######## mmio_uart_tx ########
==> config.mk <==
export PLATFORM = sky130hd
export DESIGN_NAME = mmio_uart_tx
export DESIGN_NICKNAME = d
export VERILOG_FILES = /design/src/rtl/mmio_uart_tx_pkg.sv /design/src/rtl/mmio_sync_fifo.sv /design/src/rtl/mmio_uart_tx.sv
export SDC_FILE = /design/constraint.sdc
export NUM_CORES = 1
export LEC_CHECK = 0
export CORE_UTILIZATION = 58
export DETAILED_ROUTE_END_ITERATION = 12
export HOLD_SLACK_MARGIN = 0.02
export PLACE_DENSITY = 0.85
export SYNTH_ARGS = -nofsm -noshare
export SYNTH_HDL_FRONTEND = slang
export SYNTH_SLANG_ARGS = --single-unit
==> constraint.sdc <==
create_clock -name clk -period 7.9 [get_ports clk]
set_input_delay 1.58 -clock clk [delete_from_list [all_inputs] [get_ports clk]]
set_output_delay 1.58 -clock clk [all_outputs]
set_load 0.02 [all_outputs]
==> src/rtl/mmio_uart_tx_pkg.sv <==
// mmio_uart_tx_pkg: register offsets, STATUS bit positions and FSM encoding
// shared by the memory-mapped UART transmitter and its FIFO.
package mmio_uart_tx_pkg;

   localparam logic [1:0] UART_REG_TXDATA  = 2'd0;
   localparam logic [1:0] UART_REG_STATUS  = 2'd1;
   localparam logic [1:0] UART_REG_DIVISOR = 2'd2;

   localparam int UART_STAT_FULL  = 0;
   localparam int UART_STAT_EMPTY = 1;
   localparam int UART_STAT_BUSY  = 2;
   localparam int UART_STAT_OVF   = 3;

   typedef enum logic [1:0] {
      UART_ST_IDLE  = 2'd0,
      UART_ST_START = 2'd1,
      UART_ST_DATA  = 2'd2,
      UART_ST_STOP  = 2'd3
   } uart_state_e;

   // A programmed divisor of 0 behaves as 1 clock per bit.
   function automatic logic [15:0] uart_eff_div(input logic [15:0] d);
      return (d == 16'd0) ? 16'd1 : d;
   endfunction

endpackage

==> src/rtl/mmio_sync_fifo.sv <==
// mmio_sync_fifo: synchronous FIFO, power-of-two DEPTH, sync active-low reset.
// Ports: push_i/wdata_i write, pop_i/rdata_o read (show-ahead), full/empty/count.
module mmio_sync_fifo #(
   parameter int WIDTH = 8,
   parameter int DEPTH = 8
) (
   input  logic                       clk,
   input  logic                       rst_n,
   input  logic                       push_i,
   input  logic [WIDTH-1:0]           wdata_i,
   input  logic                       pop_i,
   output logic [WIDTH-1:0]           rdata_o,
   output logic                       full_o,
   output logic                       empty_o,
   output logic [$clog2(DEPTH):0]     count_o
);
   localparam int AW = $clog2(DEPTH);
   localparam logic [AW:0] FULL_CNT = (AW+1)'(DEPTH);

   logic [WIDTH-1:0] mem_q [DEPTH];
   logic [AW-1:0]    wr_ptr_q, wr_ptr_d;
   logic [AW-1:0]    rd_ptr_q, rd_ptr_d;
   logic [AW:0]      count_q, count_d;

   always_comb begin
      wr_ptr_d = wr_ptr_q;
      rd_ptr_d = rd_ptr_q;
      count_d  = count_q;
      if (push_i) wr_ptr_d = wr_ptr_q + AW'(1);
      if (pop_i)  rd_ptr_d = rd_ptr_q + AW'(1);
      case ({push_i, pop_i})
         2'b10:   count_d = count_q + (AW+1)'(1);
         2'b01:   count_d = count_q - (AW+1)'(1);
         default: count_d = count_q;
      endcase
   end

   always_ff @(posedge clk) begin
      if (!rst_n) begin
         wr_ptr_q <= '0;
         rd_ptr_q <= '0;
         count_q  <= '0;
      end else begin
         wr_ptr_q <= wr_ptr_d;
         rd_ptr_q <= rd_ptr_d;
         count_q  <= count_d;
      end
   end

   always_ff @(posedge clk) begin
      if (push_i) mem_q[wr_ptr_q] <= wdata_i;
   end

   assign rdata_o = mem_q[rd_ptr_q];
   assign full_o  = (count_q == FULL_CNT);
   assign empty_o = (count_q == '0);
   assign count_o = count_q;

endmodule

==> src/rtl/mmio_uart_tx.sv <==
// mmio_uart_tx: bus-mapped 8N1 UART transmitter with TX FIFO and divisor.
// Ports: clk/rst_n, addr/wdata/wenable bus in, rdata/sel out, tx pin, irq_empty.
module mmio_uart_tx
   import mmio_uart_tx_pkg::*;
#(
   parameter logic [31:0] BASE_ADDR   = 32'h1000_0000,
   parameter int          FIFO_DEPTH  = 8,
   parameter logic [15:0] DEFAULT_DIV = 16'd434
) (
   input  logic        clk,
   input  logic        rst_n,
   input  logic [31:0] addr,
   input  logic [31:0] wdata,
   input  logic [3:0]  wenable,
   output logic [31:0] rdata,
   output logic        sel,
   output logic        tx,
   output logic        irq_empty
);
   localparam int CW = $clog2(FIFO_DEPTH) + 1;

   logic [1:0]    reg_off;
   logic          push_req, fifo_push, fifo_pop;
   logic          fifo_full, fifo_empty;
   logic [7:0]    fifo_rdata;
   logic [CW-1:0] fifo_count;
   logic          ovf_clr, div_wr_lo, div_wr_hi, busy;
   logic          ovf_q, ovf_d;
   logic [15:0]   div_q, div_d, div_m1;
   uart_state_e   state_q, state_d;
   logic [15:0]   cnt_q, cnt_d;
   logic [2:0]    bit_q, bit_d;
   logic [7:0]    shift_q, shift_d;
   logic          tx_q, tx_d;
   logic          irq_q, irq_d;
   logic          unused_bits;

   assign reg_off   = addr[3:2];
   assign sel       = (addr[31:4] == BASE_ADDR[31:4]);
   assign push_req  = sel && (reg_off == UART_REG_TXDATA) && wenable[0];
   assign fifo_push = push_req && !fifo_full;
   assign ovf_clr   = sel && (reg_off == UART_REG_STATUS) && wenable[0]
                      && wdata[UART_STAT_OVF];
   assign div_wr_lo = sel && (reg_off == UART_REG_DIVISOR) && wenable[0];
   assign div_wr_hi = sel && (reg_off == UART_REG_DIVISOR) && wenable[1];
   assign div_m1    = uart_eff_div(div_q) - 16'd1;
   assign busy      = (state_q != UART_ST_IDLE);
   assign unused_bits = ^{addr[1:0], wdata[31:16], fifo_count};

   mmio_sync_fifo #(
      .WIDTH (8),
      .DEPTH (FIFO_DEPTH)
   ) u_fifo (
      .clk     (clk),
      .rst_n   (rst_n),
      .push_i  (fifo_push),
      .wdata_i (wdata[7:0]),
      .pop_i   (fifo_pop),
      .rdata_o (fifo_rdata),
      .full_o  (fifo_full),
      .empty_o (fifo_empty),
      .count_o (fifo_count)
   );

   always_comb begin
      rdata = '0;
      if (sel) begin
         unique case (reg_off)
            UART_REG_STATUS: begin
               rdata[UART_STAT_FULL]  = fifo_full;
               rdata[UART_STAT_EMPTY] = fifo_empty;
               rdata[UART_STAT_BUSY]  = busy;
               rdata[UART_STAT_OVF]   = ovf_q;
            end
            UART_REG_DIVISOR: rdata[15:0] = div_q;
            default: rdata = '0;
         endcase
      end
   end

   // Fullness is judged pre-edge, so a same-cycle pop never rescues a push.
   always_comb begin
      ovf_d = ovf_q;
      if (push_req && fifo_full) ovf_d = 1'b1;
      else if (ovf_clr)          ovf_d = 1'b0;
      div_d = div_q;
      if (div_wr_lo) div_d[7:0]  = wdata[7:0];
      if (div_wr_hi) div_d[15:8] = wdata[15:8];
   end

   always_comb begin
      state_d  = state_q;
      cnt_d    = cnt_q;
      bit_d    = bit_q;
      shift_d  = shift_q;
      fifo_pop = 1'b0;
      unique case (state_q)
         UART_ST_IDLE: begin
            if (!fifo_empty) begin
               fifo_pop = 1'b1;
               shift_d  = fifo_rdata;
               cnt_d    = div_m1;
               state_d  = UART_ST_START;
            end
         end
         UART_ST_START: begin
            if (cnt_q == 16'd0) begin
               cnt_d   = div_m1;
               bit_d   = 3'd0;
               state_d = UART_ST_DATA;
            end else begin
               cnt_d = cnt_q - 16'd1;
            end
         end
         UART_ST_DATA: begin
            if (cnt_q == 16'd0) begin
               cnt_d   = div_m1;
               shift_d = {1'b0, shift_q[7:1]};
               if (bit_q == 3'd7) state_d = UART_ST_STOP;
               else               bit_d   = bit_q + 3'd1;
            end else begin
               cnt_d = cnt_q - 16'd1;
            end
         end
         UART_ST_STOP: begin
            if (cnt_q == 16'd0) begin
               if (!fifo_empty) begin
                  fifo_pop = 1'b1;
                  shift_d  = fifo_rdata;
                  cnt_d    = div_m1;
                  state_d  = UART_ST_START;
               end else begin
                  state_d = UART_ST_IDLE;
               end
            end else begin
               cnt_d = cnt_q - 16'd1;
            end
         end
         default: state_d = UART_ST_IDLE;
      endcase
      // tx and irq are registered from next-state values so they line up
      // with the state they describe.
      unique case (state_d)
         UART_ST_START: tx_d = 1'b0;
         UART_ST_DATA:  tx_d = shift_d[0];
         default:       tx_d = 1'b1;
      endcase
      // Reaching IDLE implies the FIFO was empty pre-edge.
      irq_d = (state_d == UART_ST_IDLE) && !fifo_push;
   end

   always_ff @(posedge clk) begin
      if (!rst_n) begin
         state_q <= UART_ST_IDLE;
         cnt_q   <= '0;
         bit_q   <= '0;
         shift_q <= '0;
         tx_q    <= 1'b1;
         irq_q   <= 1'b1;
         ovf_q   <= 1'b0;
         div_q   <= DEFAULT_DIV;
      end else begin
         state_q <= state_d;
         cnt_q   <= cnt_d;
         bit_q   <= bit_d;
         shift_q <= shift_d;
         tx_q    <= tx_d;
         irq_q   <= irq_d;
         ovf_q   <= ovf_d;
         div_q   <= div_d;
      end
   end

   assign tx        = tx_q;
   assign irq_empty = irq_q;

endmodule

######## oitf_scb_flat ########
[config.mk]
export PLATFORM = sky130hd
export DESIGN_NAME = oitf_scb_flat
export DESIGN_NICKNAME = d
export VERILOG_FILES = /design/src/rtl/oitf_scb_if.sv /design/src/rtl/oitf_scb.sv /design/src/flat_wrapper.sv
export SDC_FILE = /design/constraint.sdc
export NUM_CORES = 1
export LEC_CHECK = 0
export CORE_ASPECT_RATIO = 1.4
export CORE_UTILIZATION = 60
export DETAILED_ROUTE_END_ITERATION = 7
export DONT_BUFFER_PORTS = 1
export GPL_TIMING_DRIVEN = 1
export MAX_ROUTING_LAYER = met4
export PLACE_DENSITY = 0.76
export SYNTH_ARGS = -nofsm -noshare
export SYNTH_HDL_FRONTEND = slang
export SYNTH_SLANG_ARGS = --single-unit
export TNS_END_PERCENT = 20
[constraint.sdc]
create_clock -name clk -period 4.7 [get_ports clk]
set_input_delay 0.94 -clock clk [delete_from_list [all_inputs] [get_ports clk]]
set_output_delay 0.94 -clock clk [all_outputs]
set_load 0.1 [all_outputs]
[src/rtl/oitf_scb_if.sv]
// Dispatch/retire bundle between the long-instruction dispatcher (master) and the
// outstanding-instruction scoreboard (slave).
`ifndef MYRISCV_REGADDRBUS
`define MYRISCV_REGADDRBUS 4:0
`endif

interface oitf_scb_if #(
    parameter int CW = 3
);
    logic                       dis_vld;
    logic                       dis_rdy;
    logic                       dis_rdwen;
    logic [`MYRISCV_REGADDRBUS] dis_rdidx;
    logic                       dis_rs1en;
    logic                       dis_rs2en;
    logic [`MYRISCV_REGADDRBUS] dis_rs1idx;
    logic [`MYRISCV_REGADDRBUS] dis_rs2idx;
    logic                       clr_req;
    logic [`MYRISCV_REGADDRBUS] clr_idx;
    logic                       oitf_raw_dep;
    logic                       oitf_waw_dep;
    logic                       oitf_empty;
    logic [CW-1:0]              oitf_cnt;
    logic                       clr_err;

    modport master (
        output dis_vld, dis_rdwen, dis_rdidx, dis_rs1en, dis_rs2en,
               dis_rs1idx, dis_rs2idx, clr_req, clr_idx,
        input  dis_rdy, oitf_raw_dep, oitf_waw_dep, oitf_empty, oitf_cnt, clr_err
    );

    modport slave (
        input  dis_vld, dis_rdwen, dis_rdidx, dis_rs1en, dis_rs2en,
               dis_rs1idx, dis_rs2idx, clr_req, clr_idx,
        output dis_rdy, oitf_raw_dep, oitf_waw_dep, oitf_empty, oitf_cnt, clr_err
    );
endinterface

[src/rtl/oitf_scb.sv]
// Outstanding long-instruction scoreboard: per-register pending counters with RAW/WAW hazard flags.
// Define MYRISCV_OITF_CLR_BYPASS_EN to let a same-cycle retire mask the hazard it resolves.
`ifndef MYRISCV_REGADDRBUS
`define MYRISCV_REGADDRBUS 4:0
`endif

module oitf_scb #(
    parameter int DEPTH = 4,
    parameter int CW    = $clog2(DEPTH) + 1
) (
    input  logic      clk,
    input  logic      rst,
    oitf_scb_if.slave bus
);
    localparam int            NREG     = 32;
    localparam int            AW       = 5;
    localparam logic [CW-1:0] LP_DEPTH = CW'(DEPTH);
    localparam logic [CW-1:0] LP_ONE   = CW'(1);

    logic [CW-1:0] r_pend [NREG];
    logic [CW-1:0] r_total;
    logic          r_clr_err;

    logic          w_rdy;
    logic          w_alloc;
    logic          w_clr_hit;
    logic          w_clr_ok;
    logic          w_clr_bad;
    logic          w_same;
    logic [CW-1:0] w_eff [NREG];

    assign w_rdy     = (r_total != LP_DEPTH);
    assign w_alloc   = bus.dis_vld & w_rdy & bus.dis_rdwen;
    assign w_clr_hit = (r_pend[bus.clr_idx] != '0);
    assign w_clr_ok  = bus.clr_req & w_clr_hit;
    assign w_clr_bad = bus.clr_req & ~w_clr_hit;
    // Allocate and retire on the same register cancel out.
    assign w_same    = w_alloc & w_clr_ok & (bus.dis_rdidx == bus.clr_idx);

    always_ff @(posedge clk or negedge rst) begin
        if (!rst) begin
            for (int i = 0; i < NREG; i++) r_pend[i] <= '0;
            r_total   <= '0;
            r_clr_err <= 1'b0;
        end else begin
            for (int i = 0; i < NREG; i++) begin
                if (!w_same) begin
                    if (w_alloc && (bus.dis_rdidx == AW'(i)))
                        r_pend[i] <= r_pend[i] + LP_ONE;
                    else if (w_clr_ok && (bus.clr_idx == AW'(i)))
                        r_pend[i] <= r_pend[i] - LP_ONE;
                end
            end
            if (w_alloc && !w_clr_ok)
                r_total <= r_total + LP_ONE;
            else if (w_clr_ok && !w_alloc)
                r_total <= r_total - LP_ONE;
            r_clr_err <= r_clr_err | w_clr_bad;
        end
    end

    always_comb begin
        for (int i = 0; i < NREG; i++) begin
`ifdef MYRISCV_OITF_CLR_BYPASS_EN
            w_eff[i] = r_pend[i] - CW'(w_clr_ok && (bus.clr_idx == AW'(i)));
`else
            w_eff[i] = r_pend[i];
`endif
        end
    end

    // Register x0 is counted but never reported as a hazard.
    assign bus.oitf_raw_dep = (bus.dis_rs1en & (bus.dis_rs1idx != '0) & (w_eff[bus.dis_rs1idx] != '0))
                            | (bus.dis_rs2en & (bus.dis_rs2idx != '0) & (w_eff[bus.dis_rs2idx] != '0));
    assign bus.oitf_waw_dep = bus.dis_rdwen & (bus.dis_rdidx != '0) & (w_eff[bus.dis_rdidx] != '0);
    assign bus.dis_rdy      = w_rdy;
    assign bus.oitf_empty   = (r_total == '0);
    assign bus.oitf_cnt     = r_total;
    assign bus.clr_err      = r_clr_err;
endmodule

[src/flat_wrapper.sv]
// flat-port wrapper written by rule: the top's interface ports become plain ports
module oitf_scb_flat 
#(
    parameter int DEPTH = 4,
    parameter int CW    = $clog2(DEPTH) + 1
)
  (clk, rst, bus_dis_vld, bus_dis_rdwen, bus_dis_rdidx, bus_dis_rs1en, bus_dis_rs2en, bus_dis_rs1idx, bus_dis_rs2idx, bus_clr_req, bus_clr_idx, bus_dis_rdy, bus_oitf_raw_dep, bus_oitf_waw_dep, bus_oitf_empty, bus_oitf_cnt, bus_clr_err);
  oitf_scb_if #(.CW(CW)) bus_i ();
  input  logic clk;
  input  logic rst;
  input wire logic [$bits(bus_i.dis_vld)-1:0] bus_dis_vld;
  input wire logic [$bits(bus_i.dis_rdwen)-1:0] bus_dis_rdwen;
  input wire logic [$bits(bus_i.dis_rdidx)-1:0] bus_dis_rdidx;
  input wire logic [$bits(bus_i.dis_rs1en)-1:0] bus_dis_rs1en;
  input wire logic [$bits(bus_i.dis_rs2en)-1:0] bus_dis_rs2en;
  input wire logic [$bits(bus_i.dis_rs1idx)-1:0] bus_dis_rs1idx;
  input wire logic [$bits(bus_i.dis_rs2idx)-1:0] bus_dis_rs2idx;
  input wire logic [$bits(bus_i.clr_req)-1:0] bus_clr_req;
  input wire logic [$bits(bus_i.clr_idx)-1:0] bus_clr_idx;
  output wire logic [$bits(bus_i.dis_rdy)-1:0] bus_dis_rdy;
  output wire logic [$bits(bus_i.oitf_raw_dep)-1:0] bus_oitf_raw_dep;
  output wire logic [$bits(bus_i.oitf_waw_dep)-1:0] bus_oitf_waw_dep;
  output wire logic [$bits(bus_i.oitf_empty)-1:0] bus_oitf_empty;
  output wire logic [$bits(bus_i.oitf_cnt)-1:0] bus_oitf_cnt;
  output wire logic [$bits(bus_i.clr_err)-1:0] bus_clr_err;
  assign bus_i.dis_vld = bus_dis_vld;
  assign bus_i.dis_rdwen = bus_dis_rdwen;
  assign bus_i.dis_rdidx = bus_dis_rdidx;
  assign bus_i.dis_rs1en = bus_dis_rs1en;
  assign bus_i.dis_rs2en = bus_dis_rs2en;
  assign bus_i.dis_rs1idx = bus_dis_rs1idx;
  assign bus_i.dis_rs2idx = bus_dis_rs2idx;
  assign bus_i.clr_req = bus_clr_req;
  assign bus_i.clr_idx = bus_clr_idx;
  assign bus_dis_rdy = bus_i.dis_rdy;
  assign bus_oitf_raw_dep = bus_i.oitf_raw_dep;
  assign bus_oitf_waw_dep = bus_i.oitf_waw_dep;
  assign bus_oitf_empty = bus_i.oitf_empty;
  assign bus_oitf_cnt = bus_i.oitf_cnt;
  assign bus_clr_err = bus_i.clr_err;
  oitf_scb #(.DEPTH(DEPTH), .CW(CW)) u_core (.clk(clk), .rst(rst), .bus(bus_i));
endmodule
######## uart_tx_arbiter ########
`src/rtl/uart_tx_arbiter.sv`:
```
// Arbitrates the shared UART transmitter between the filtered PS/2 scancode FIFO
// and the single-entry switch holding register, one tx_start per byte.
module uart_tx_arbiter #(
  parameter int KBD_DEPTH = 4,
  parameter int BUSY_WAIT = 15
) (
  input  logic                         clk,
  input  logic                         rst_n,
  input  logic [7:0]                   kbd_data,
  input  logic                         kbd_valid,
  input  logic [7:0]                   sw_data,
  input  logic                         sw_valid,
  input  logic                         tx_busy,
  output logic [7:0]                   tx_data,
  output logic                         tx_start,
  output logic                         grant_src,
  output logic [$clog2(KBD_DEPTH):0]   kbd_count,
  output logic                         sw_pending,
  output logic [7:0]                   drop_count,
  output logic                         timeout
);

  localparam int AW = $clog2(KBD_DEPTH);
  localparam int CW = AW + 1;
  localparam int WW = $clog2(BUSY_WAIT + 2);

  typedef enum logic [1:0] {IDLE, START, WAIT_BUSY, WAIT_DONE} state_t;

  state_t          state;
  logic [WW-1:0]   wait_cnt;
  logic            skip;
  logic [7:0]      kbd_mem [KBD_DEPTH];
  logic [AW-1:0]   wr_ptr;
  logic [AW-1:0]   rd_ptr;
  logic [7:0]      sw_byte;

  logic kbd_pending;
  logic kbd_full;
  logic grant;
  logic pick_sw;
  logic pop_kbd;
  logic pop_sw;
  logic kbd_push_req;
  logic kbd_push;
  logic kbd_drop;

  // NOTE: every signal assigned in always_comb gets a default first so no latch is inferred.
  always_comb begin
    kbd_pending  = (kbd_count != '0);
    kbd_full     = (kbd_count == CW'(KBD_DEPTH));
    grant        = (state == IDLE) && (kbd_pending || sw_pending);
    // On a tie the source that did not win last time goes next.
    pick_sw      = sw_pending && (!kbd_pending || !grant_src);
    pop_kbd      = grant && !pick_sw;
    pop_sw       = grant && pick_sw;
    kbd_push_req = kbd_valid && !skip && (kbd_data != 8'hF0);
    kbd_push     = kbd_push_req && (!kbd_full || pop_kbd);
    kbd_drop     = kbd_push_req && !kbd_push;
  end

  // NOTE: the FIFO storage has no reset; the pointers and count define what is valid.
  always_ff @(posedge clk) begin
    if (kbd_push) kbd_mem[wr_ptr] <= kbd_data;
  end

  // NOTE: sequential state uses non-blocking assignments so all registers update together.
  always_ff @(posedge clk or negedge rst_n) begin
    if (!rst_n) begin
      skip       <= 1'b0;
      wr_ptr     <= '0;
      rd_ptr     <= '0;
      kbd_count  <= '0;
      drop_count <= 8'h00;
      sw_byte    <= 8'h00;
      sw_pending <= 1'b0;
    end else begin
      if (kbd_valid) begin
        if (skip)                   skip <= 1'b0;
        else if (kbd_data == 8'hF0) skip <= 1'b1;
      end
      if (kbd_push) wr_ptr <= wr_ptr + AW'(1);
      if (pop_kbd)  rd_ptr <= rd_ptr + AW'(1);
      case ({kbd_push, pop_kbd})
        2'b10:   kbd_count <= kbd_count + CW'(1);
        2'b01:   kbd_count <= kbd_count - CW'(1);
        default: kbd_count <= kbd_count;
      endcase
      if (kbd_drop && drop_count != 8'hFF) drop_count <= drop_count + 8'h01;
      // A new switch byte wins over a pop in the same cycle.
      if (sw_valid) begin
        sw_byte    <= sw_data;
        sw_pending <= 1'b1;
      end else if (pop_sw) begin
        sw_pending <= 1'b0;
      end
    end
  end

  always_ff @(posedge clk or negedge rst_n) begin
    if (!rst_n) begin
      state     <= IDLE;
      wait_cnt  <= '0;
      tx_data   <= 8'h00;
      tx_start  <= 1'b0;
      grant_src <= 1'b1;
      timeout   <= 1'b0;
    end else begin
      tx_start <= 1'b0;
      timeout  <= 1'b0;
      case (state)
        IDLE: begin
          if (grant) begin
            tx_data   <= pick_sw ? sw_byte : kbd_mem[rd_ptr];
            grant_src <= pick_sw;
            tx_start  <= 1'b1;
            state     <= START;
          end
        end
        START: begin
          wait_cnt <= '0;
          state    <= WAIT_BUSY;
        end
        WAIT_BUSY: begin
          if (tx_busy) begin
            state <= WAIT_DONE;
          end else if (wait_cnt == WW'(BUSY_WAIT)) begin
            timeout <= 1'b1;
            state   <= IDLE;
          end else begin
            wait_cnt <= wait_cnt + WW'(1);
          end
        end
        WAIT_DONE: begin
          if (!tx_busy) state <= IDLE;
        end
        default: state <= IDLE;
      endcase
    end
  end

endmodule
```
`config.mk`:
```
export PLATFORM = sky130hd
export DESIGN_NAME = uart_tx_arbiter
export DESIGN_NICKNAME = d
export VERILOG_FILES = /design/src/rtl/uart_tx_arbiter.sv
export SDC_FILE = /design/constraint.sdc
export NUM_CORES = 1
export LEC_CHECK = 0
export ABC_AREA = 0
export CORE_MARGIN = 1
export CORE_UTILIZATION = 55
export CTS_BUF_LIST = sky130_fd_sc_hd__clkbuf_16
export DETAILED_ROUTE_END_ITERATION = 10
export DONT_BUFFER_PORTS = 1
export PLACE_DENSITY_LB_ADDON = 0.15
export SETUP_SLACK_MARGIN = 0.3
export SLEW_MARGIN = 40
export SYNTH_ARGS = -nofsm -noshare
export SYNTH_HDL_FRONTEND = slang
export SYNTH_SLANG_ARGS = --single-unit
export TNS_END_PERCENT = 50
```
`constraint.sdc`:
```
create_clock -name clk -period 6.05 [get_ports clk]
set_input_delay 1.21 -clock clk [delete_from_list [all_inputs] [get_ports clk]]
set_output_delay 1.21 -clock clk [all_outputs]
set_load 0.05 [all_outputs]
```

==> notes/layouts.md <==
Pictures saved along the way, in no particular order.

Signal wires on met1.
Plate I
(4 px per um) Cells faint in the background.
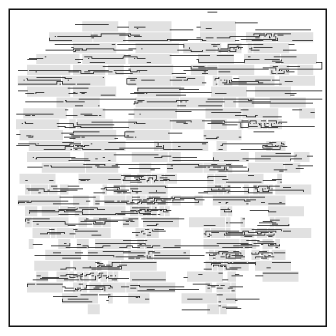
Plate II
(3 px per um) Cells faint in the background.
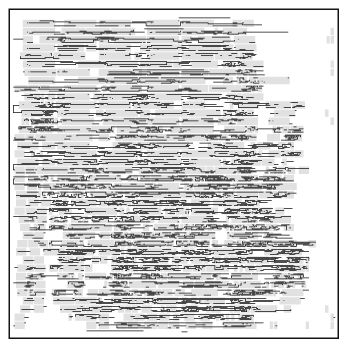
Plate III
(3 px per um) Cells faint in the background.
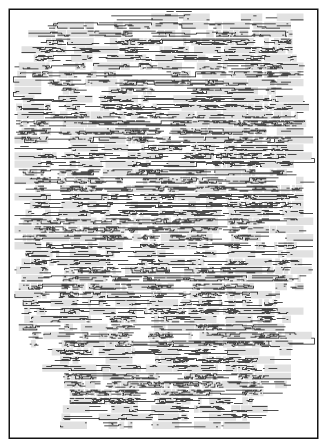
The one with the smallest die is Plate I.
The one with the largest die is Plate III.
| picture | from |
|---|---|
| Plate I | uart_tx_arbiter |
| Plate III | oitf_scb_flat |
| Plate II | mmio_uart_tx |

==> oitf_scb_flat/congestion.png <==
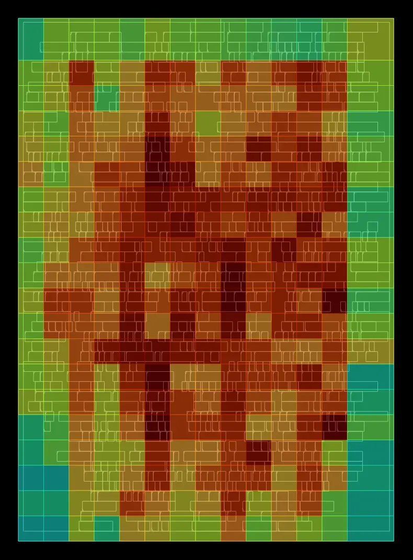
met2 Use GR: 0.602
grt met1 use: 0.480

==> flow_metrics.env, oitf_scb_flat <==
# yosys + openroad results
export IMPL_port_buffers=0
export IMPL_final_util=0.646
export IMPL_r2r_start="u_core.r_pend[44]$_DFFE_PN0P_"
export IMPL_critPathRequiredTime_ns=3.76
export IMPL_fillCellCount=1136
export IMPL_clk_share=0.0389
export IMPL_setup_tns_ns=0
export IMPL_synthXorXnorAreaFrac=0.0435
export IMPL_fin_ws_ns=0.617
export IMPL_r2r_end="u_core.r_pend[31]$_DFFE_PN0P_"
export IMPL_ys_cells=931
export IMPL_drv_cap=0
export IMPL_worstSetupPathType="reg -> out"
export IMPL_layout_top_cells="nand2_1 (108), dfrtp_1 (100), nor3_1 (78), nand3_1 (62), nor2_1 (46)"
export IMPL_fp_utilization=0.611
export IMPL_cts_root_buf="clkbuf_16"
export IMPL_syn_cell_area_um2=8460
export IMPL_status="finished, final reports clean"
export IMPL_routedWlPerCell_um=25.0
export IMPL_clkbuf_count=9
export IMPL_fmax_mhz=245
oitf_scb_flat: critical path: stages (launching register included):
cell	delay, ns
dfrtp_1	0.46
nor3_1	0.72
mux4_2	0.38
a21oi_1	0.08
mux4_2	0.46
a211o_1	0.66
oitf_scb_flat: power by group:
group          leakage [nW]  switching [mW]  total (mW)  internal [mW]
clock                 0.162           0.370       0.894          0.523
combinational          1.89            1.20        2.19          0.993
sequential             1.21           0.637        1.90           1.26
oitf_scb_flat: sequential cells by signal, indices dropped and copies added, names as in the netlist:
name and count:
u_core.bus.clr_err 1, u_core.bus.oitf_cnt 3, u_core.r_pend 96
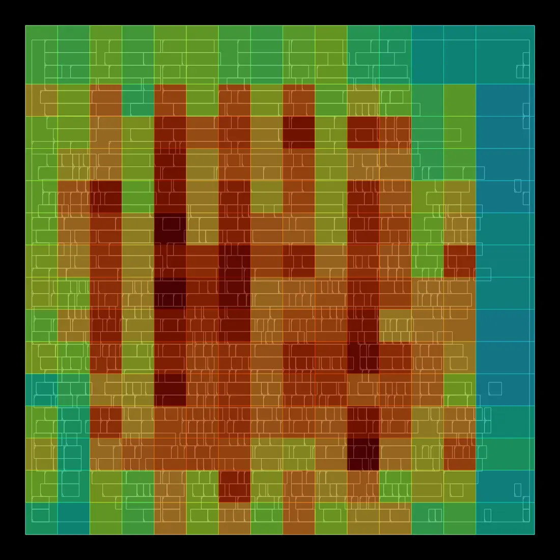
(mmio_uart_tx/congestion.png)
grt met1 use: 0.411
GR met3 Demand/Resource: 0.0705
met2 Use GR: 0.517
routed len/inst: 20.9 um

==> flow_metrics.env, mmio_uart_tx <==
# yosys + openroad results
export IMPL_status="finished, final reports clean"
export IMPL_nWellTaps=140
export IMPL_die_area_um2=11900
export IMPL_sw_frac_of_total=0.219
export IMPL_drv_cap=0
export IMPL_p_leak_nw=2.72
export IMPL_cp_max_fo=13
export IMPL_io_pins=105
export IMPL_holdPathStages=2
export IMPL_avgSynthCellArea_um2=10.3
export IMPL_clkbuf_count=18
export IMPL_cts_resized=0
export IMPL_crit_path_start="addr[6]"
export IMPL_setup_tns_ns=0
export IMPL_warning_count=53
export IMPL_synthXorXnorAreaFrac=0.0250
export IMPL_setup_violations=0
export IMPL_power_leader="the clock network"
export IMPL_cts_root_buf="clkbuf_16"
export IMPL_worstMarginPinSlew_ns=1.24
export IMPL_ys_top_logic_family="simple AND/OR/NAND/NOR gates"
export IMPL_crit_family="simple AND/OR/NAND/NOR gates"
export IMPL_clk_power_uw=840
export IMPL_hold_path_class="reg -> reg"
export IMPL_power_density_nw_per_um2=201
export IMPL_final_util=0.722
export IMPL_wirelength_met1_um=7030
export IMPL_rr_worst_depth=13
export IMPL_die_w_um=109
export IMPL_drtAntennaViolNets=0
export IMPL_layout_nets=790
export IMPL_ys_sh_aoi=0.143
export IMPL_wl_met2_um=8530
export IMPL_crit_slowest_cell="nor3_1"
export IMPL_die_y_um=109
export IMPL_path_depth=6
export IMPL_antenna_diode_count=0
export IMPL_cts_hold_fix_buffers=0
export IMPL_core_area_um2=11000
export IMPL_detail_route_wirelength_um=17900
export IMPL_comb_area_um2=3220
export IMPL_rsz0062_at_grt="false"
export IMPL_dp_hpwl_um=11200
export IMPL_hold_ws_ns=0.468
export IMPL_vias_per_cell=6.67
export IMPL_ys_sh_simple=0.170
export IMPL_powerSeq_uw=684
mmio_uart_tx: state kept, by name, summed over array words and instances, names as in the netlist, named ones only:
name	count
u_fifo.rd_ptr_q	3
u_fifo.mem_q	64
cnt_q	16
bit_q	3
shift_q	8
u_fifo.count_o	4
div_q	16
irq_empty	1
tx	1
ovf_q	1
u_fifo.wr_ptr_q	3
state_q	2
mmio_uart_tx: metrics by stage:
step	cell area, um^2	total power, mW
floorplan	6720	0.739
global placement	7330	0.768
detailed placement	7330	0.771
CTS	7960	1.60
global route	7960	1.64
finish	7960	1.60
==> uart_tx_arbiter/layer_met3.png <==
(4 px per um) Cells faint in the background.
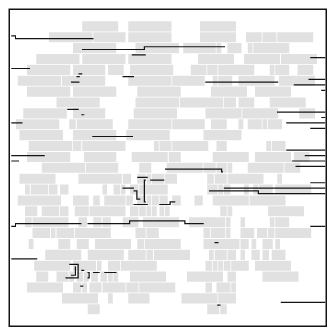
nets with wire on the layer: 43
main direction: horizontal
GR met3 Demand/Resource: 0.0713
Vias: 1931
WL final: 5970 um

==> flow_metrics.env, uart_tx_arbiter <==
# yosys + openroad results
export IMPL_status="finished, final reports clean"
export IMPL_hold_ws_ns=0.487
export IMPL_layout_nets=265
export IMPL_placed_area_um2=3300
export IMPL_io_pins=44
export IMPL_dp_cells=297
export IMPL_path_cells="nor4_1 -> a21o_4 -> nand2_1 -> fa_1 -> or3_1 -> a31oi_1 -> o211ai_1"
export IMPL_synth_cell_types=43
export IMPL_endpoint_kind="register"
export IMPL_clockBufferDepth=2
export IMPL_critPathBufInv=0
export IMPL_rows=27
export IMPL_fmax_mhz=329
export IMPL_n_all_buffers=0
export IMPL_ir_drop_v=0.000369
export IMPL_ys_top_logic_family="multiplexers"
export IMPL_rr_worst_depth=8
export IMPL_flop_area_um2=2040
export IMPL_grt_util_met2=0.330
export IMPL_dp_slack_ns=2.68
export IMPL_cp_max_fo=8
export IMPL_fillCellCount=439
export IMPL_slew_viol_final=0
export IMPL_grt_pass1_vias=1913
export IMPL_setup_violations=0
export IMPL_port_buffers=0
export IMPL_ys_sh_aoi=0.0820
export IMPL_clk_pin_slew_ns=0.06
export IMPL_p_leak_nw=1.47
export IMPL_grt_overflow_total=0
export IMPL_stdcell_area_um2=3590
export IMPL_hold_viol=0
export IMPL_grt_max_degree=44
export IMPL_r2r_start="state[1]$_DFFE_PN0P_"
export IMPL_top_layer="met4"
export IMPL_wirelength_met1_um=2590
export IMPL_clk_share=0.0791
export IMPL_die_w_um=78.9
export IMPL_cts_hold_fix_buffers=0
export IMPL_clkbuf_count=9
export IMPL_clock_latency_late_pin_ns=0.33
export IMPL_r2r_end="kbd_count[2]$_DFFE_PN0P_"
export IMPL_most_common_cell="dfrtp_1"
export IMPL_cts_root_buf="clkbuf_16"
export IMPL_drc=0
export IMPL_worstSetupPathType="in -> reg"
export IMPL_flops=75
export IMPL_antenna_found_initial=0
export IMPL_power_density_nw_per_um2=553
export IMPL_synth_seq_cells=75
export IMPL_nWellTaps=72
export IMPL_logic_gates=134
export IMPL_drtAntennaViolNets=0
export IMPL_routedWlPerCell_um=19.1
export IMPL_grt_usage=0.213
export IMPL_r2r_slack_ns=3.07
export IMPL_crit_slowest_cell="nor4_1"
export IMPL_comb_share=0.312
export IMPL_wl_met2_um=2880
export IMPL_lay_top_count="dfrtp_1"
export IMPL_layout_top_cells="dfrtp_1 (42), edfxtp_1 (32), inv_1 (16), nand2_1 (15), nor2_1 (12)"
-- uart_tx_arbiter: report_power, final --
group / switching (mW) / leakage, nW / internal, mW
clock network: 0.217 / 0.138 / 0.284
logic: 0.205 / 0.511 / 0.200
registers: 0.404 / 0.816 / 0.678
-- uart_tx_arbiter: sequential cells by signal (all words and copies together) (netlist names) --
signal      cells
tx_data         8
kbd_mem        32
state           2
kbd_count       3
sw_byte         8
rd_ptr          2
tx_start        1
timeout         1
skip            1
grant_src       1
wr_ptr          2
sw_pending      1
drop_count      8
wait_cnt        5

######## switch_allocator ########
==> switch_allocator/layer_met4.png <==
(1 px per um) Cells faint in the background.
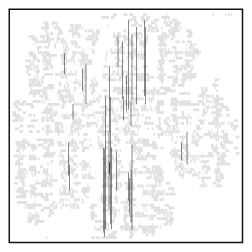

File: config.mk
export PLATFORM = sky130hd
export DESIGN_NAME = switch_allocator
export DESIGN_NICKNAME = d
export VERILOG_FILES = /design/src/rtl/switch_allocator_pkg.sv /design/src/rtl/switch_allocator_rr_arbiter.sv /design/src/rtl/switch_allocator.sv
export SDC_FILE = /design/constraint.sdc
export NUM_CORES = 1
export LEC_CHECK = 0
export ABC_AREA = 1
export CORE_MARGIN = 2
export CORE_UTILIZATION = 25
export CTS_CLUSTER_SIZE = 8
export DETAILED_ROUTE_END_ITERATION = 6
export PLACE_DENSITY_LB_ADDON = 0.12
export SYNTH_ARGS = -nofsm -noshare
export SYNTH_HDL_FRONTEND = slang
export SYNTH_SLANG_ARGS = --single-unit
export TNS_END_PERCENT = 20
File: constraint.sdc
create_clock -name clk -period 6.1 [get_ports clk]
set_clock_uncertainty 0.05 [all_clocks]
set_input_delay 1.525 -clock clk [delete_from_list [all_inputs] [get_ports clk]]
set_output_delay 1.525 -clock clk [all_outputs]
set_load 0.02 [all_outputs]
File: src/rtl/switch_allocator_pkg.sv
// sa_pkg: shared constants and types for the switch allocator.
//   FLIT_*      : front-flit type encodings seen on flit_type_in
//   sa_state_e  : per-output lock state
package sa_pkg;

  localparam logic [1:0] FLIT_NONE = 2'b00;
  localparam logic [1:0] FLIT_HEAD = 2'b01;
  localparam logic [1:0] FLIT_BODY = 2'b10;
  localparam logic [1:0] FLIT_TAIL = 2'b11;

  typedef enum logic {
    SA_IDLE   = 1'b0,
    SA_LOCKED = 1'b1
  } sa_state_e;

endpackage

File: src/rtl/switch_allocator_rr_arbiter.sv
// rr_arbiter: combinational round-robin pick.
//   req   in  N    request vector
//   ptr   in  PW   index where the search starts (wraps modulo N)
//   grant out N    one-hot winner (all zero when no request)
//   idx   out PW   winner index
//   found out 1    at least one request present
module rr_arbiter #(
  parameter int N  = 5,
  parameter int PW = 3
) (
  input  logic [N-1:0]  req,
  input  logic [PW-1:0] ptr,
  output logic [N-1:0]  grant,
  output logic [PW-1:0] idx,
  output logic          found
);

  always_comb begin
    int c;
    c     = 0;
    grant = '0;
    idx   = '0;
    found = 1'b0;
    for (int k = 0; k < N; k++) begin
      c = (int'(ptr) + k) % N;
      if (!found && req[c]) begin
        found    = 1'b1;
        grant[c] = 1'b1;
        idx      = PW'(c);
      end
    end
  end

endmodule

File: src/rtl/switch_allocator.sv
// switch_allocator: per-output packet-level allocator for the crossbar.
// Each output round-robins among inputs whose head flit targets it, then
// stays locked to the winner until that packet's tail flit transfers.
//
// Optional feature macro: SA_WATCHDOG_EN (stall watchdog that force-releases
// a locked output after WATCHDOG_CYCLES cycles without a transfer).
//
// Ports:
//   clk, rst          clock, synchronous active-high reset
//   req_valid         per input: flit present at buffer front
//   req_dest          per input: requested output (REQUEST_WIDTH slices)
//   flit_type_in      per input: front flit type (TYPE_WIDTH slices)
//   valid_out_bus     per output: crossbar output valid
//   ready_out_bus     per output: downstream ready
//   routeSelect       per output: input index driving it (registered)
//   outputBusy        per output: locked to an input (registered)
//   PortReserved      per input: holds a grant (registered)
//   watchdog_expired  per output: one-cycle pulse on forced release
//
// State | meaning
// ------+--------------------------------------------------------------
// IDLE  | output free; arbitrates among candidate heads every cycle
// LOCKED| output owned by routeSelect[o] until tail transfer / watchdog
module switch_allocator
  import sa_pkg::*;
#(
  parameter int INPUTS          = 5,
  parameter int OUTPUTS         = 5,
  parameter int TYPE_WIDTH      = 2,
  parameter int REQUEST_WIDTH   = $clog2(OUTPUTS),
  parameter int WATCHDOG_CYCLES = 1024
) (
  input  logic                               clk,
  input  logic                               rst,
  input  logic [INPUTS-1:0]                  req_valid,
  input  logic [INPUTS*REQUEST_WIDTH-1:0]    req_dest,
  input  logic [INPUTS*TYPE_WIDTH-1:0]       flit_type_in,
  input  logic [OUTPUTS-1:0]                 valid_out_bus,
  input  logic [OUTPUTS-1:0]                 ready_out_bus,
  output logic [OUTPUTS*REQUEST_WIDTH-1:0]   routeSelect,
  output logic [OUTPUTS-1:0]                 outputBusy,
  output logic [INPUTS-1:0]                  PortReserved,
  output logic [OUTPUTS-1:0]                 watchdog_expired
);

  localparam int PW = REQUEST_WIDTH;

  sa_state_e          state [OUTPUTS];
  logic [PW-1:0]      ptr   [OUTPUTS];
  logic [INPUTS-1:0]  cand  [OUTPUTS];
  logic [INPUTS-1:0]  gnt   [OUTPUTS];
  logic [PW-1:0]      gidx  [OUTPUTS];
  logic [OUTPUTS-1:0] found;
  logic [OUTPUTS-1:0] xfer;
  logic [OUTPUTS-1:0] tail_xfer;
  logic [OUTPUTS-1:0] release_now;
  logic [OUTPUTS-1:0] wd_hit;
  logic [INPUTS-1:0]  pr_next;

  // Candidate heads per output. A reserved input is already mid-packet on
  // some output, so its front flit cannot open a new packet elsewhere.
  always_comb begin
    for (int o = 0; o < OUTPUTS; o++) begin
      for (int i = 0; i < INPUTS; i++) begin
        cand[o][i] = req_valid[i]
                   && (flit_type_in[i*TYPE_WIDTH +: TYPE_WIDTH] == TYPE_WIDTH'(FLIT_HEAD))
                   && (req_dest[i*PW +: PW] == PW'(o))
                   && !PortReserved[i];
      end
    end
  end

  // Transfer detection uses the flit type of the current holder.
  always_comb begin
    logic [PW-1:0]         sel;
    logic [TYPE_WIDTH-1:0] ht;
    sel       = '0;
    ht        = '0;
    xfer      = '0;
    tail_xfer = '0;
    for (int o = 0; o < OUTPUTS; o++) begin
      sel = routeSelect[o*PW +: PW];
      if (int'(sel) < INPUTS) ht = flit_type_in[int'(sel)*TYPE_WIDTH +: TYPE_WIDTH];
      else                    ht = TYPE_WIDTH'(FLIT_NONE);
      xfer[o]      = (state[o] == SA_LOCKED) && valid_out_bus[o] && ready_out_bus[o];
      tail_xfer[o] = xfer[o] && (ht == TYPE_WIDTH'(FLIT_TAIL));
    end
  end

  assign release_now = tail_xfer | wd_hit;

  // Reservation update: grants set, releases clear. A set and a clear of the
  // same input never coincide because a grant needs the bit already clear.
  always_comb begin
    logic [PW-1:0] sel;
    sel     = '0;
    pr_next = PortReserved;
    for (int o = 0; o < OUTPUTS; o++) begin
      sel = routeSelect[o*PW +: PW];
      if (state[o] == SA_IDLE) begin
        pr_next = pr_next | gnt[o];
      end else if (release_now[o] && (int'(sel) < INPUTS)) begin
        pr_next[int'(sel)] = 1'b0;
      end
    end
  end

  for (genvar g = 0; g < OUTPUTS; g++) begin : g_arb
    rr_arbiter #(
      .N  (INPUTS),
      .PW (PW)
    ) u_arb (
      .req   (cand[g]),
      .ptr   (ptr[g]),
      .grant (gnt[g]),
      .idx   (gidx[g]),
      .found (found[g])
    );
  end

  always_ff @(posedge clk) begin
    if (rst) begin
      for (int o = 0; o < OUTPUTS; o++) begin
        state[o] <= SA_IDLE;
        ptr[o]   <= '0;
      end
      routeSelect  <= '0;
      outputBusy   <= '0;
      PortReserved <= '0;
    end else begin
      PortReserved <= pr_next;
      for (int o = 0; o < OUTPUTS; o++) begin
        case (state[o])
          SA_IDLE: begin
            if (found[o]) begin
              state[o]                 <= SA_LOCKED;
              routeSelect[o*PW +: PW]  <= gidx[o];
              outputBusy[o]            <= 1'b1;
              ptr[o]                   <= (int'(gidx[o]) == INPUTS-1) ? '0 : gidx[o] + 1'b1;
            end
          end
          SA_LOCKED: begin
            // routeSelect keeps its last value after release.
            if (release_now[o]) begin
              state[o]      <= SA_IDLE;
              outputBusy[o] <= 1'b0;
            end
          end
          default: begin
            state[o]      <= SA_IDLE;
            outputBusy[o] <= 1'b0;
          end
        endcase
      end
    end
  end

`ifdef SA_WATCHDOG_EN
  localparam int CW = $clog2(WATCHDOG_CYCLES + 1);

  logic [CW-1:0] stall [OUTPUTS];

  // Counter sits at zero while IDLE, so it is already clear on lock entry.
  always_comb begin
    for (int o = 0; o < OUTPUTS; o++) begin
      wd_hit[o] = (state[o] == SA_LOCKED) && !xfer[o]
                && (stall[o] == CW'(WATCHDOG_CYCLES - 1));
    end
  end

  always_ff @(posedge clk) begin
    if (rst) begin
      for (int o = 0; o < OUTPUTS; o++) stall[o] <= '0;
      watchdog_expired <= '0;
    end else begin
      watchdog_expired <= wd_hit;
      for (int o = 0; o < OUTPUTS; o++) begin
        if ((state[o] != SA_LOCKED) || xfer[o] || wd_hit[o]) stall[o] <= '0;
        else                                                 stall[o] <= stall[o] + 1'b1;
      end
    end
  end
`else
  assign wd_hit           = '0;
  assign watchdog_expired = '0;
`endif

endmodule
######## ctrl_word_uart_tx ########
==> src/rtl/ctrl_word_uart_tx.sv <==
// rtl/ctrl_word_uart_tx.sv - serializes captured control words to a UART 8N1 line, LSB byte first
//
// Ports:
//   clk, rst            system clock, asynchronous active-high reset
//   cmd_valid, cmd_data one-cycle pulse and the control word it marks
//   int_cfg             interrupt config; bit0 enables the completion irq
//   irq_ack             clears irq and overrun
//   uart_tx             serial line, idles high
//   busy                frame in flight or holding buffer occupied
//   irq                 sticky word-completion interrupt
//   overrun             sticky flag, a word was dropped
module ctrl_word_uart_tx #(
  parameter int DATA_WIDTH   = 32,
  parameter int CLK_FREQ     = 50000000,
  parameter int BAUD         = 115200,
  parameter int CLKS_PER_BIT = CLK_FREQ / BAUD
) (
  input  logic                  clk,
  input  logic                  rst,
  input  logic                  cmd_valid,
  input  logic [DATA_WIDTH-1:0] cmd_data,
  input  logic [DATA_WIDTH-1:0] int_cfg,
  input  logic                  irq_ack,
  output logic                  uart_tx,
  output logic                  busy,
  output logic                  irq,
  output logic                  overrun
);

  localparam int NBYTES = DATA_WIDTH / 8;
  localparam int BYTE_W = (NBYTES > 1) ? $clog2(NBYTES) : 1;
  localparam int BAUD_W = $clog2(CLKS_PER_BIT);
  localparam logic [BYTE_W-1:0] LAST_BYTE = BYTE_W'(NBYTES - 1);
  localparam logic [BAUD_W-1:0] LAST_TICK = BAUD_W'(CLKS_PER_BIT - 1);

  typedef enum logic [1:0] {IDLE, START, DATA, STOP} state_t;

  state_t                state_q, state_n;
  logic [DATA_WIDTH-1:0] shift_q, shift_n;
  logic [DATA_WIDTH-1:0] hold_q, hold_n;
  logic                  hold_full_q, hold_full_n;
  logic [BYTE_W-1:0]     byte_q, byte_n;
  logic [2:0]            bit_q, bit_n;
  logic [BAUD_W-1:0]     baud_q, baud_n;
  logic                  tx_n, busy_n, irq_n, overrun_n;
  logic                  word_done, hold_free, direct_load, drop;

  logic unused_cfg;
  assign unused_cfg = ^int_cfg[DATA_WIDTH-1:1];

  always_comb begin
    state_n     = state_q;
    shift_n     = shift_q;
    hold_n      = hold_q;
    hold_full_n = hold_full_q;
    byte_n      = byte_q;
    bit_n       = bit_q;
    baud_n      = baud_q;
    word_done   = 1'b0;
    hold_free   = 1'b0;
    direct_load = 1'b0;
    drop        = 1'b0;

    case (state_q)
      IDLE: begin
        if (cmd_valid) begin
          shift_n = cmd_data;
          byte_n  = '0;
          baud_n  = '0;
          state_n = START;
        end
      end
      START: begin
        if (baud_q == LAST_TICK) begin
          baud_n  = '0;
          bit_n   = 3'd0;
          state_n = DATA;
        end else begin
          baud_n = baud_q + 1'b1;
        end
      end
      DATA: begin
        if (baud_q == LAST_TICK) begin
          baud_n  = '0;
          // Bytes and bits both go out LSB first, so the whole word is one
          // right shift: the next line bit is always shift[0].
          shift_n = shift_q >> 1;
          if (bit_q == 3'd7) begin
            state_n = STOP;
          end else begin
            bit_n = bit_q + 3'd1;
          end
        end else begin
          baud_n = baud_q + 1'b1;
        end
      end
      STOP: begin
        if (baud_q == LAST_TICK) begin
          baud_n = '0;
          if (byte_q != LAST_BYTE) begin
            byte_n  = byte_q + 1'b1;
            state_n = START;
          end else begin
            word_done = 1'b1;
            byte_n    = '0;
            if (hold_full_q) begin
              shift_n   = hold_q;
              hold_free = 1'b1;
              state_n   = START;
            end else if (cmd_valid) begin
              // Word arriving exactly as the line frees up: start it
              // straight away instead of parking it in an empty hold.
              shift_n     = cmd_data;
              direct_load = 1'b1;
              state_n     = START;
            end else begin
              state_n = IDLE;
            end
          end
        end else begin
          baud_n = baud_q + 1'b1;
        end
      end
      default: state_n = IDLE;
    endcase

    if (hold_free) begin
      hold_full_n = 1'b0;
    end
    // A slot freed by this cycle's hold-to-shift transfer may be refilled.
    if (cmd_valid && (state_q != IDLE) && !direct_load) begin
      if (!hold_full_q || hold_free) begin
        hold_n      = cmd_data;
        hold_full_n = 1'b1;
      end else begin
        drop = 1'b1;
      end
    end

    // Sets take priority over a coincident acknowledge.
    irq_n = irq;
    if (irq_ack) irq_n = 1'b0;
    if (word_done && int_cfg[0]) irq_n = 1'b1;

    overrun_n = overrun;
    if (irq_ack) overrun_n = 1'b0;
    if (drop) overrun_n = 1'b1;

    case (state_n)
      START:   tx_n = 1'b0;
      DATA:    tx_n = shift_n[0];
      default: tx_n = 1'b1;
    endcase
    busy_n = (state_n != IDLE) | hold_full_n;
  end

  always_ff @(posedge clk or posedge rst) begin
    if (rst) begin
      state_q     <= IDLE;
      shift_q     <= '0;
      hold_q      <= '0;
      hold_full_q <= 1'b0;
      byte_q      <= '0;
      bit_q       <= 3'd0;
      baud_q      <= '0;
      uart_tx     <= 1'b1;
      busy        <= 1'b0;
      irq         <= 1'b0;
      overrun     <= 1'b0;
    end else begin
      state_q     <= state_n;
      shift_q     <= shift_n;
      hold_q      <= hold_n;
      hold_full_q <= hold_full_n;
      byte_q      <= byte_n;
      bit_q       <= bit_n;
      baud_q      <= baud_n;
      uart_tx     <= tx_n;
      busy        <= busy_n;
      irq         <= irq_n;
      overrun     <= overrun_n;
    end
  end

endmodule

==> config.mk <==
export PLATFORM = sky130hd
export DESIGN_NAME = ctrl_word_uart_tx
export DESIGN_NICKNAME = d
export VERILOG_FILES = /design/src/rtl/ctrl_word_uart_tx.sv
export SDC_FILE = /design/constraint.sdc
export NUM_CORES = 1
export LEC_CHECK = 0
export ABC_AREA = 1
export CORE_UTILIZATION = 59
export CTS_CLUSTER_SIZE = 28
export DETAILED_ROUTE_END_ITERATION = 6
export PLACE_DENSITY = 0.86
export SLEW_MARGIN = 20
export SYNTH_ARGS = -nofsm -noshare
export SYNTH_HDL_FRONTEND = slang
export SYNTH_SLANG_ARGS = --single-unit
==> constraint.sdc <==
create_clock -name clk -period 7.7 [get_ports clk]
set_input_delay 1.54 -clock clk [delete_from_list [all_inputs] [get_ports clk]]
set_output_delay 1.54 -clock clk [all_outputs]
set_load 0.005 [all_outputs]
==> switch_allocator/layer_met2.png <==
(2 px per um)
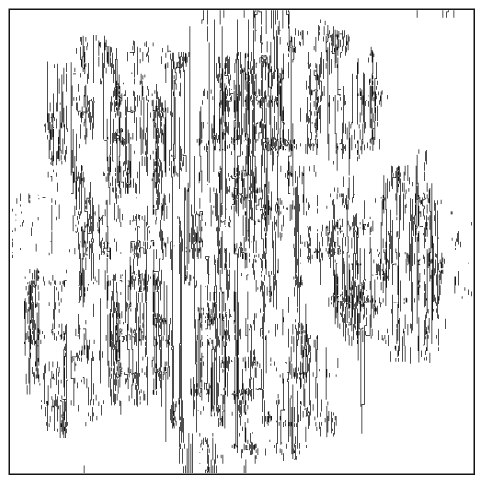
nets with wire on the layer: 1936
share of all routed wire: 44%
main direction: vertical
longest straight run: 106 um
wire length on this layer: 19800 um

About switch_allocator/layer_met4.png:
share of all routed wire: 3.7%
nets with wire on the layer: 28
Vias: 14400
WL final: 45100 um

==> flow_metrics.env, switch_allocator <==
# yosys + openroad results
export IMPL_status="finished, final reports clean"
export IMPL_wirelength_met1_um=21700
export IMPL_antenna_found_initial=0
export IMPL_ys_sh_aoi=0.181
export IMPL_finalClockPeriodUsage=0.899
export IMPL_endpoint_kind="register"
export IMPL_grt_util_met2=0.269
export IMPL_syn_cell_area_um2=13000
export IMPL_grt_overflow_total=0
export IMPL_tritoncts="done"
export IMPL_area_growth_pct=14.1
export IMPL_cts_root_buf="clkbuf_16"
export IMPL_arrival_ns=5.50
export IMPL_synth_seq_share=0.0841
export IMPL_wl_met2_um=19800
export IMPL_critPathBufInv=7
export IMPL_r2r_end="ptr[0][2]$_SDFFCE_PP0P_"
export IMPL_slew_headroom=0.480
export IMPL_synth_seq_cells=45
export IMPL_yosys_warnings=0
export IMPL_comb_area_um2=10200
export IMPL_cp_start_kind="register"
export IMPL_seq_share=0.0737
export IMPL_top_cells_by_area="nand2_1 (16%), ha_1 (14%), inv_1 (11%)"
export IMPL_flop_area_um2=1090
export IMPL_holdPathStages=2
export IMPL_hold_viol=0
export IMPL_rows=83
export IMPL_flops=45
[switch_allocator: synthesized netlist by cell type, drive strengths merged, types with 10 or more instances]
| library cell | number |
|---|---|
| dfxtp | 26 |
| o31ai | 10 |
| o211ai | 18 |
| nand2 | 584 |
| inv | 418 |
| nand3b | 11 |
| o22ai | 28 |
| xor2 | 37 |
| nor4 | 21 |
| a21oi | 92 |
| a31oi | 17 |
| nand3 | 187 |
| ha | 150 |
| edfxtp | 19 |
| nor2 | 255 |
| nor3 | 44 |
| o21ai | 167 |
| nand4 | 46 |
| or2 | 17 |
| buf | 12 |
==> ctrl_word_uart_tx/layer_met2.png <==
(4 px per um)
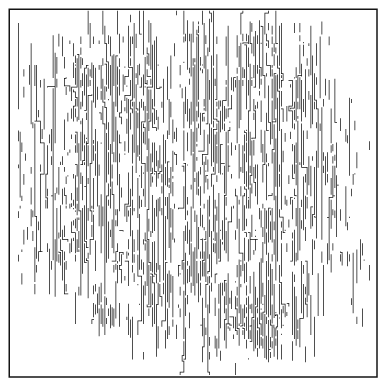
main direction: vertical
nets with wire on the layer: 547
share of all routed wire: 47%
met2 Use GR: 0.495
Vias: 4573
WL final: 12000 um

==> ctrl_word_uart_tx/layer_met1.png <==
(4 px per um) Cells faint in the background.
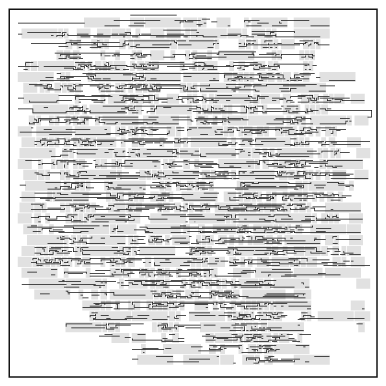
wire length on this layer: 5100 um
longest straight run: 33.8 um
share of all routed wire: 42%

==> flow_metrics.env, ctrl_word_uart_tx <==
# yosys + openroad results
export IMPL_cp_max_fo=45
export IMPL_dp_slack_ns=3.04
export IMPL_wl_met2_um=5700
export IMPL_post_cts_buffers=0
export IMPL_fin_ws_ns=3.36
export IMPL_endpoint_kind="register"
export IMPL_rr_worst_depth=11
export IMPL_holdPathEnd="hold_q[18]$_DFFE_PP0P_"
export IMPL_io_pins=72
export IMPL_synth_edff_count=0
export IMPL_netlist_top_cells_count="nand2_1 (266), dfrtp_1 (84), nand3_1 (68)"
export IMPL_flop_area_um2=2130
export IMPL_status="finished, final reports clean"
export IMPL_cts_hold_fix_buffers=0
export IMPL_grt_overflow_total=0
export IMPL_stdcell_area_um2=5370
export IMPL_lay_top_count="nand2_1"
export IMPL_seq_share=0.396
export IMPL_period_needed_ns=4.34
export IMPL_arrival_ns=4.58
export IMPL_wirelength_met1_um=5100
export IMPL_routedWlPerCell_um=15.4
export IMPL_synthArstFlopShare=1.00
export IMPL_r2r_start="baud_q[1]$_DFFE_PP0P_"
export IMPL_layout_nets=744
export IMPL_clkbuf_count=10
export IMPL_drtAntennaViolNets=0
export IMPL_path_cells="clkdlybuf4s50_1 -> buf_4 -> inv_1 -> nor3_1 -> a31oi_2 -> buf_4 -> nand2_2 -> nand2_1 -> nand2_1"
export IMPL_hold_ws_ns=0.478
export IMPL_most_common_cell="nand2_1"
export IMPL_die_w_um=91.5
export IMPL_synth_top_cell_area_share=0.444
export IMPL_nWellTaps=102
export IMPL_cts_root_buf="clkbuf_8"
export IMPL_worstMarginPinSlew_ns=1.12
export IMPL_setup_tns_ns=0
export IMPL_skew_ns=0.0105
ctrl_word_uart_tx: cells by family after synthesis:
group | count (synthesis) | synth area share
flops | 85 | 0.450
simple gates | 394 | 0.357
compound gates | 75 | 0.0974
buf+inv | 88 | 0.0767
fa+ha+maj | 5 | 0.0132
xor+xnor | 3 | 0.00556
ctrl_word_uart_tx: metal layers:
layer / vias to the layer above / global-route usage
met5: - / 0
met4: 0 / 0.116
met3: 30 / 0.0511
met2: 234 / 0.495
met1: 2151 / 0.406
li1: 2158 / -

==> gallery <==
Metal 3.
shot_01.png
(3 px per um) Cells faint in the background.
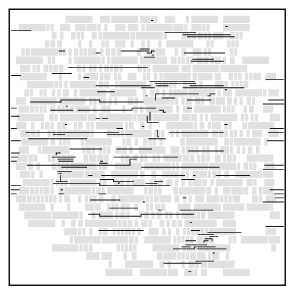
shot_02.png
(1 px per um) Cells faint in the background.
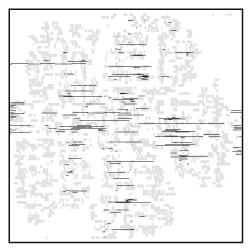
| picture | from |
|---|---|
| shot_01.png | ctrl_word_uart_tx |
| shot_02.png | switch_allocator |
Of these, largest die: shot_02.png

Key to shot_02.png:
longest straight run: 86.0 um
share of all routed wire: 4.5%
wire length on this layer: 2020 um
nets with wire on the layer: 159



## Gallery

M2 wires.
image #1
(3 px per um)
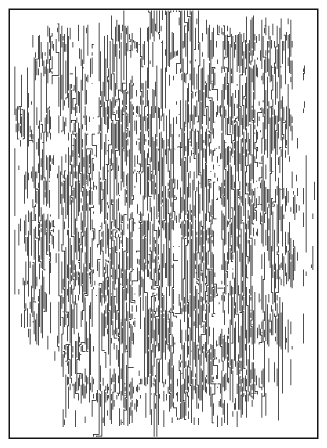
image #2
(4 px per um)
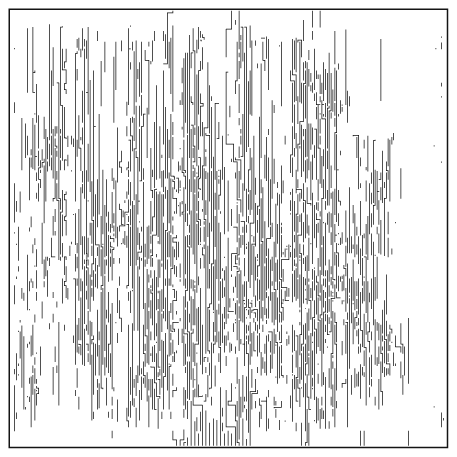
image #3
(6 px per um)
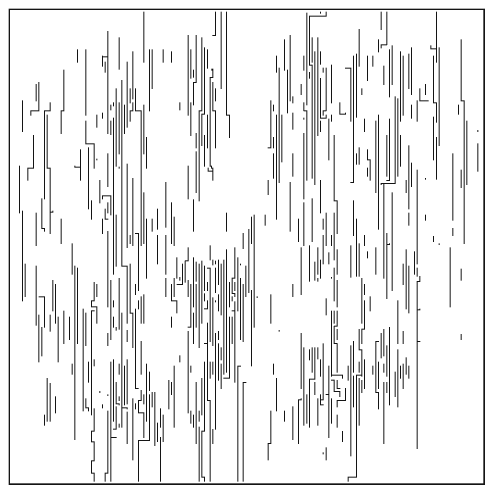
For uart_tx_arbiter, see image #3.
For mmio_uart_tx, see image #2.
For oitf_scb_flat, see image #1.

Key to image #1:
main direction: vertical
nets with wire on the layer: 854

Power and IR drop assume default switching activity.
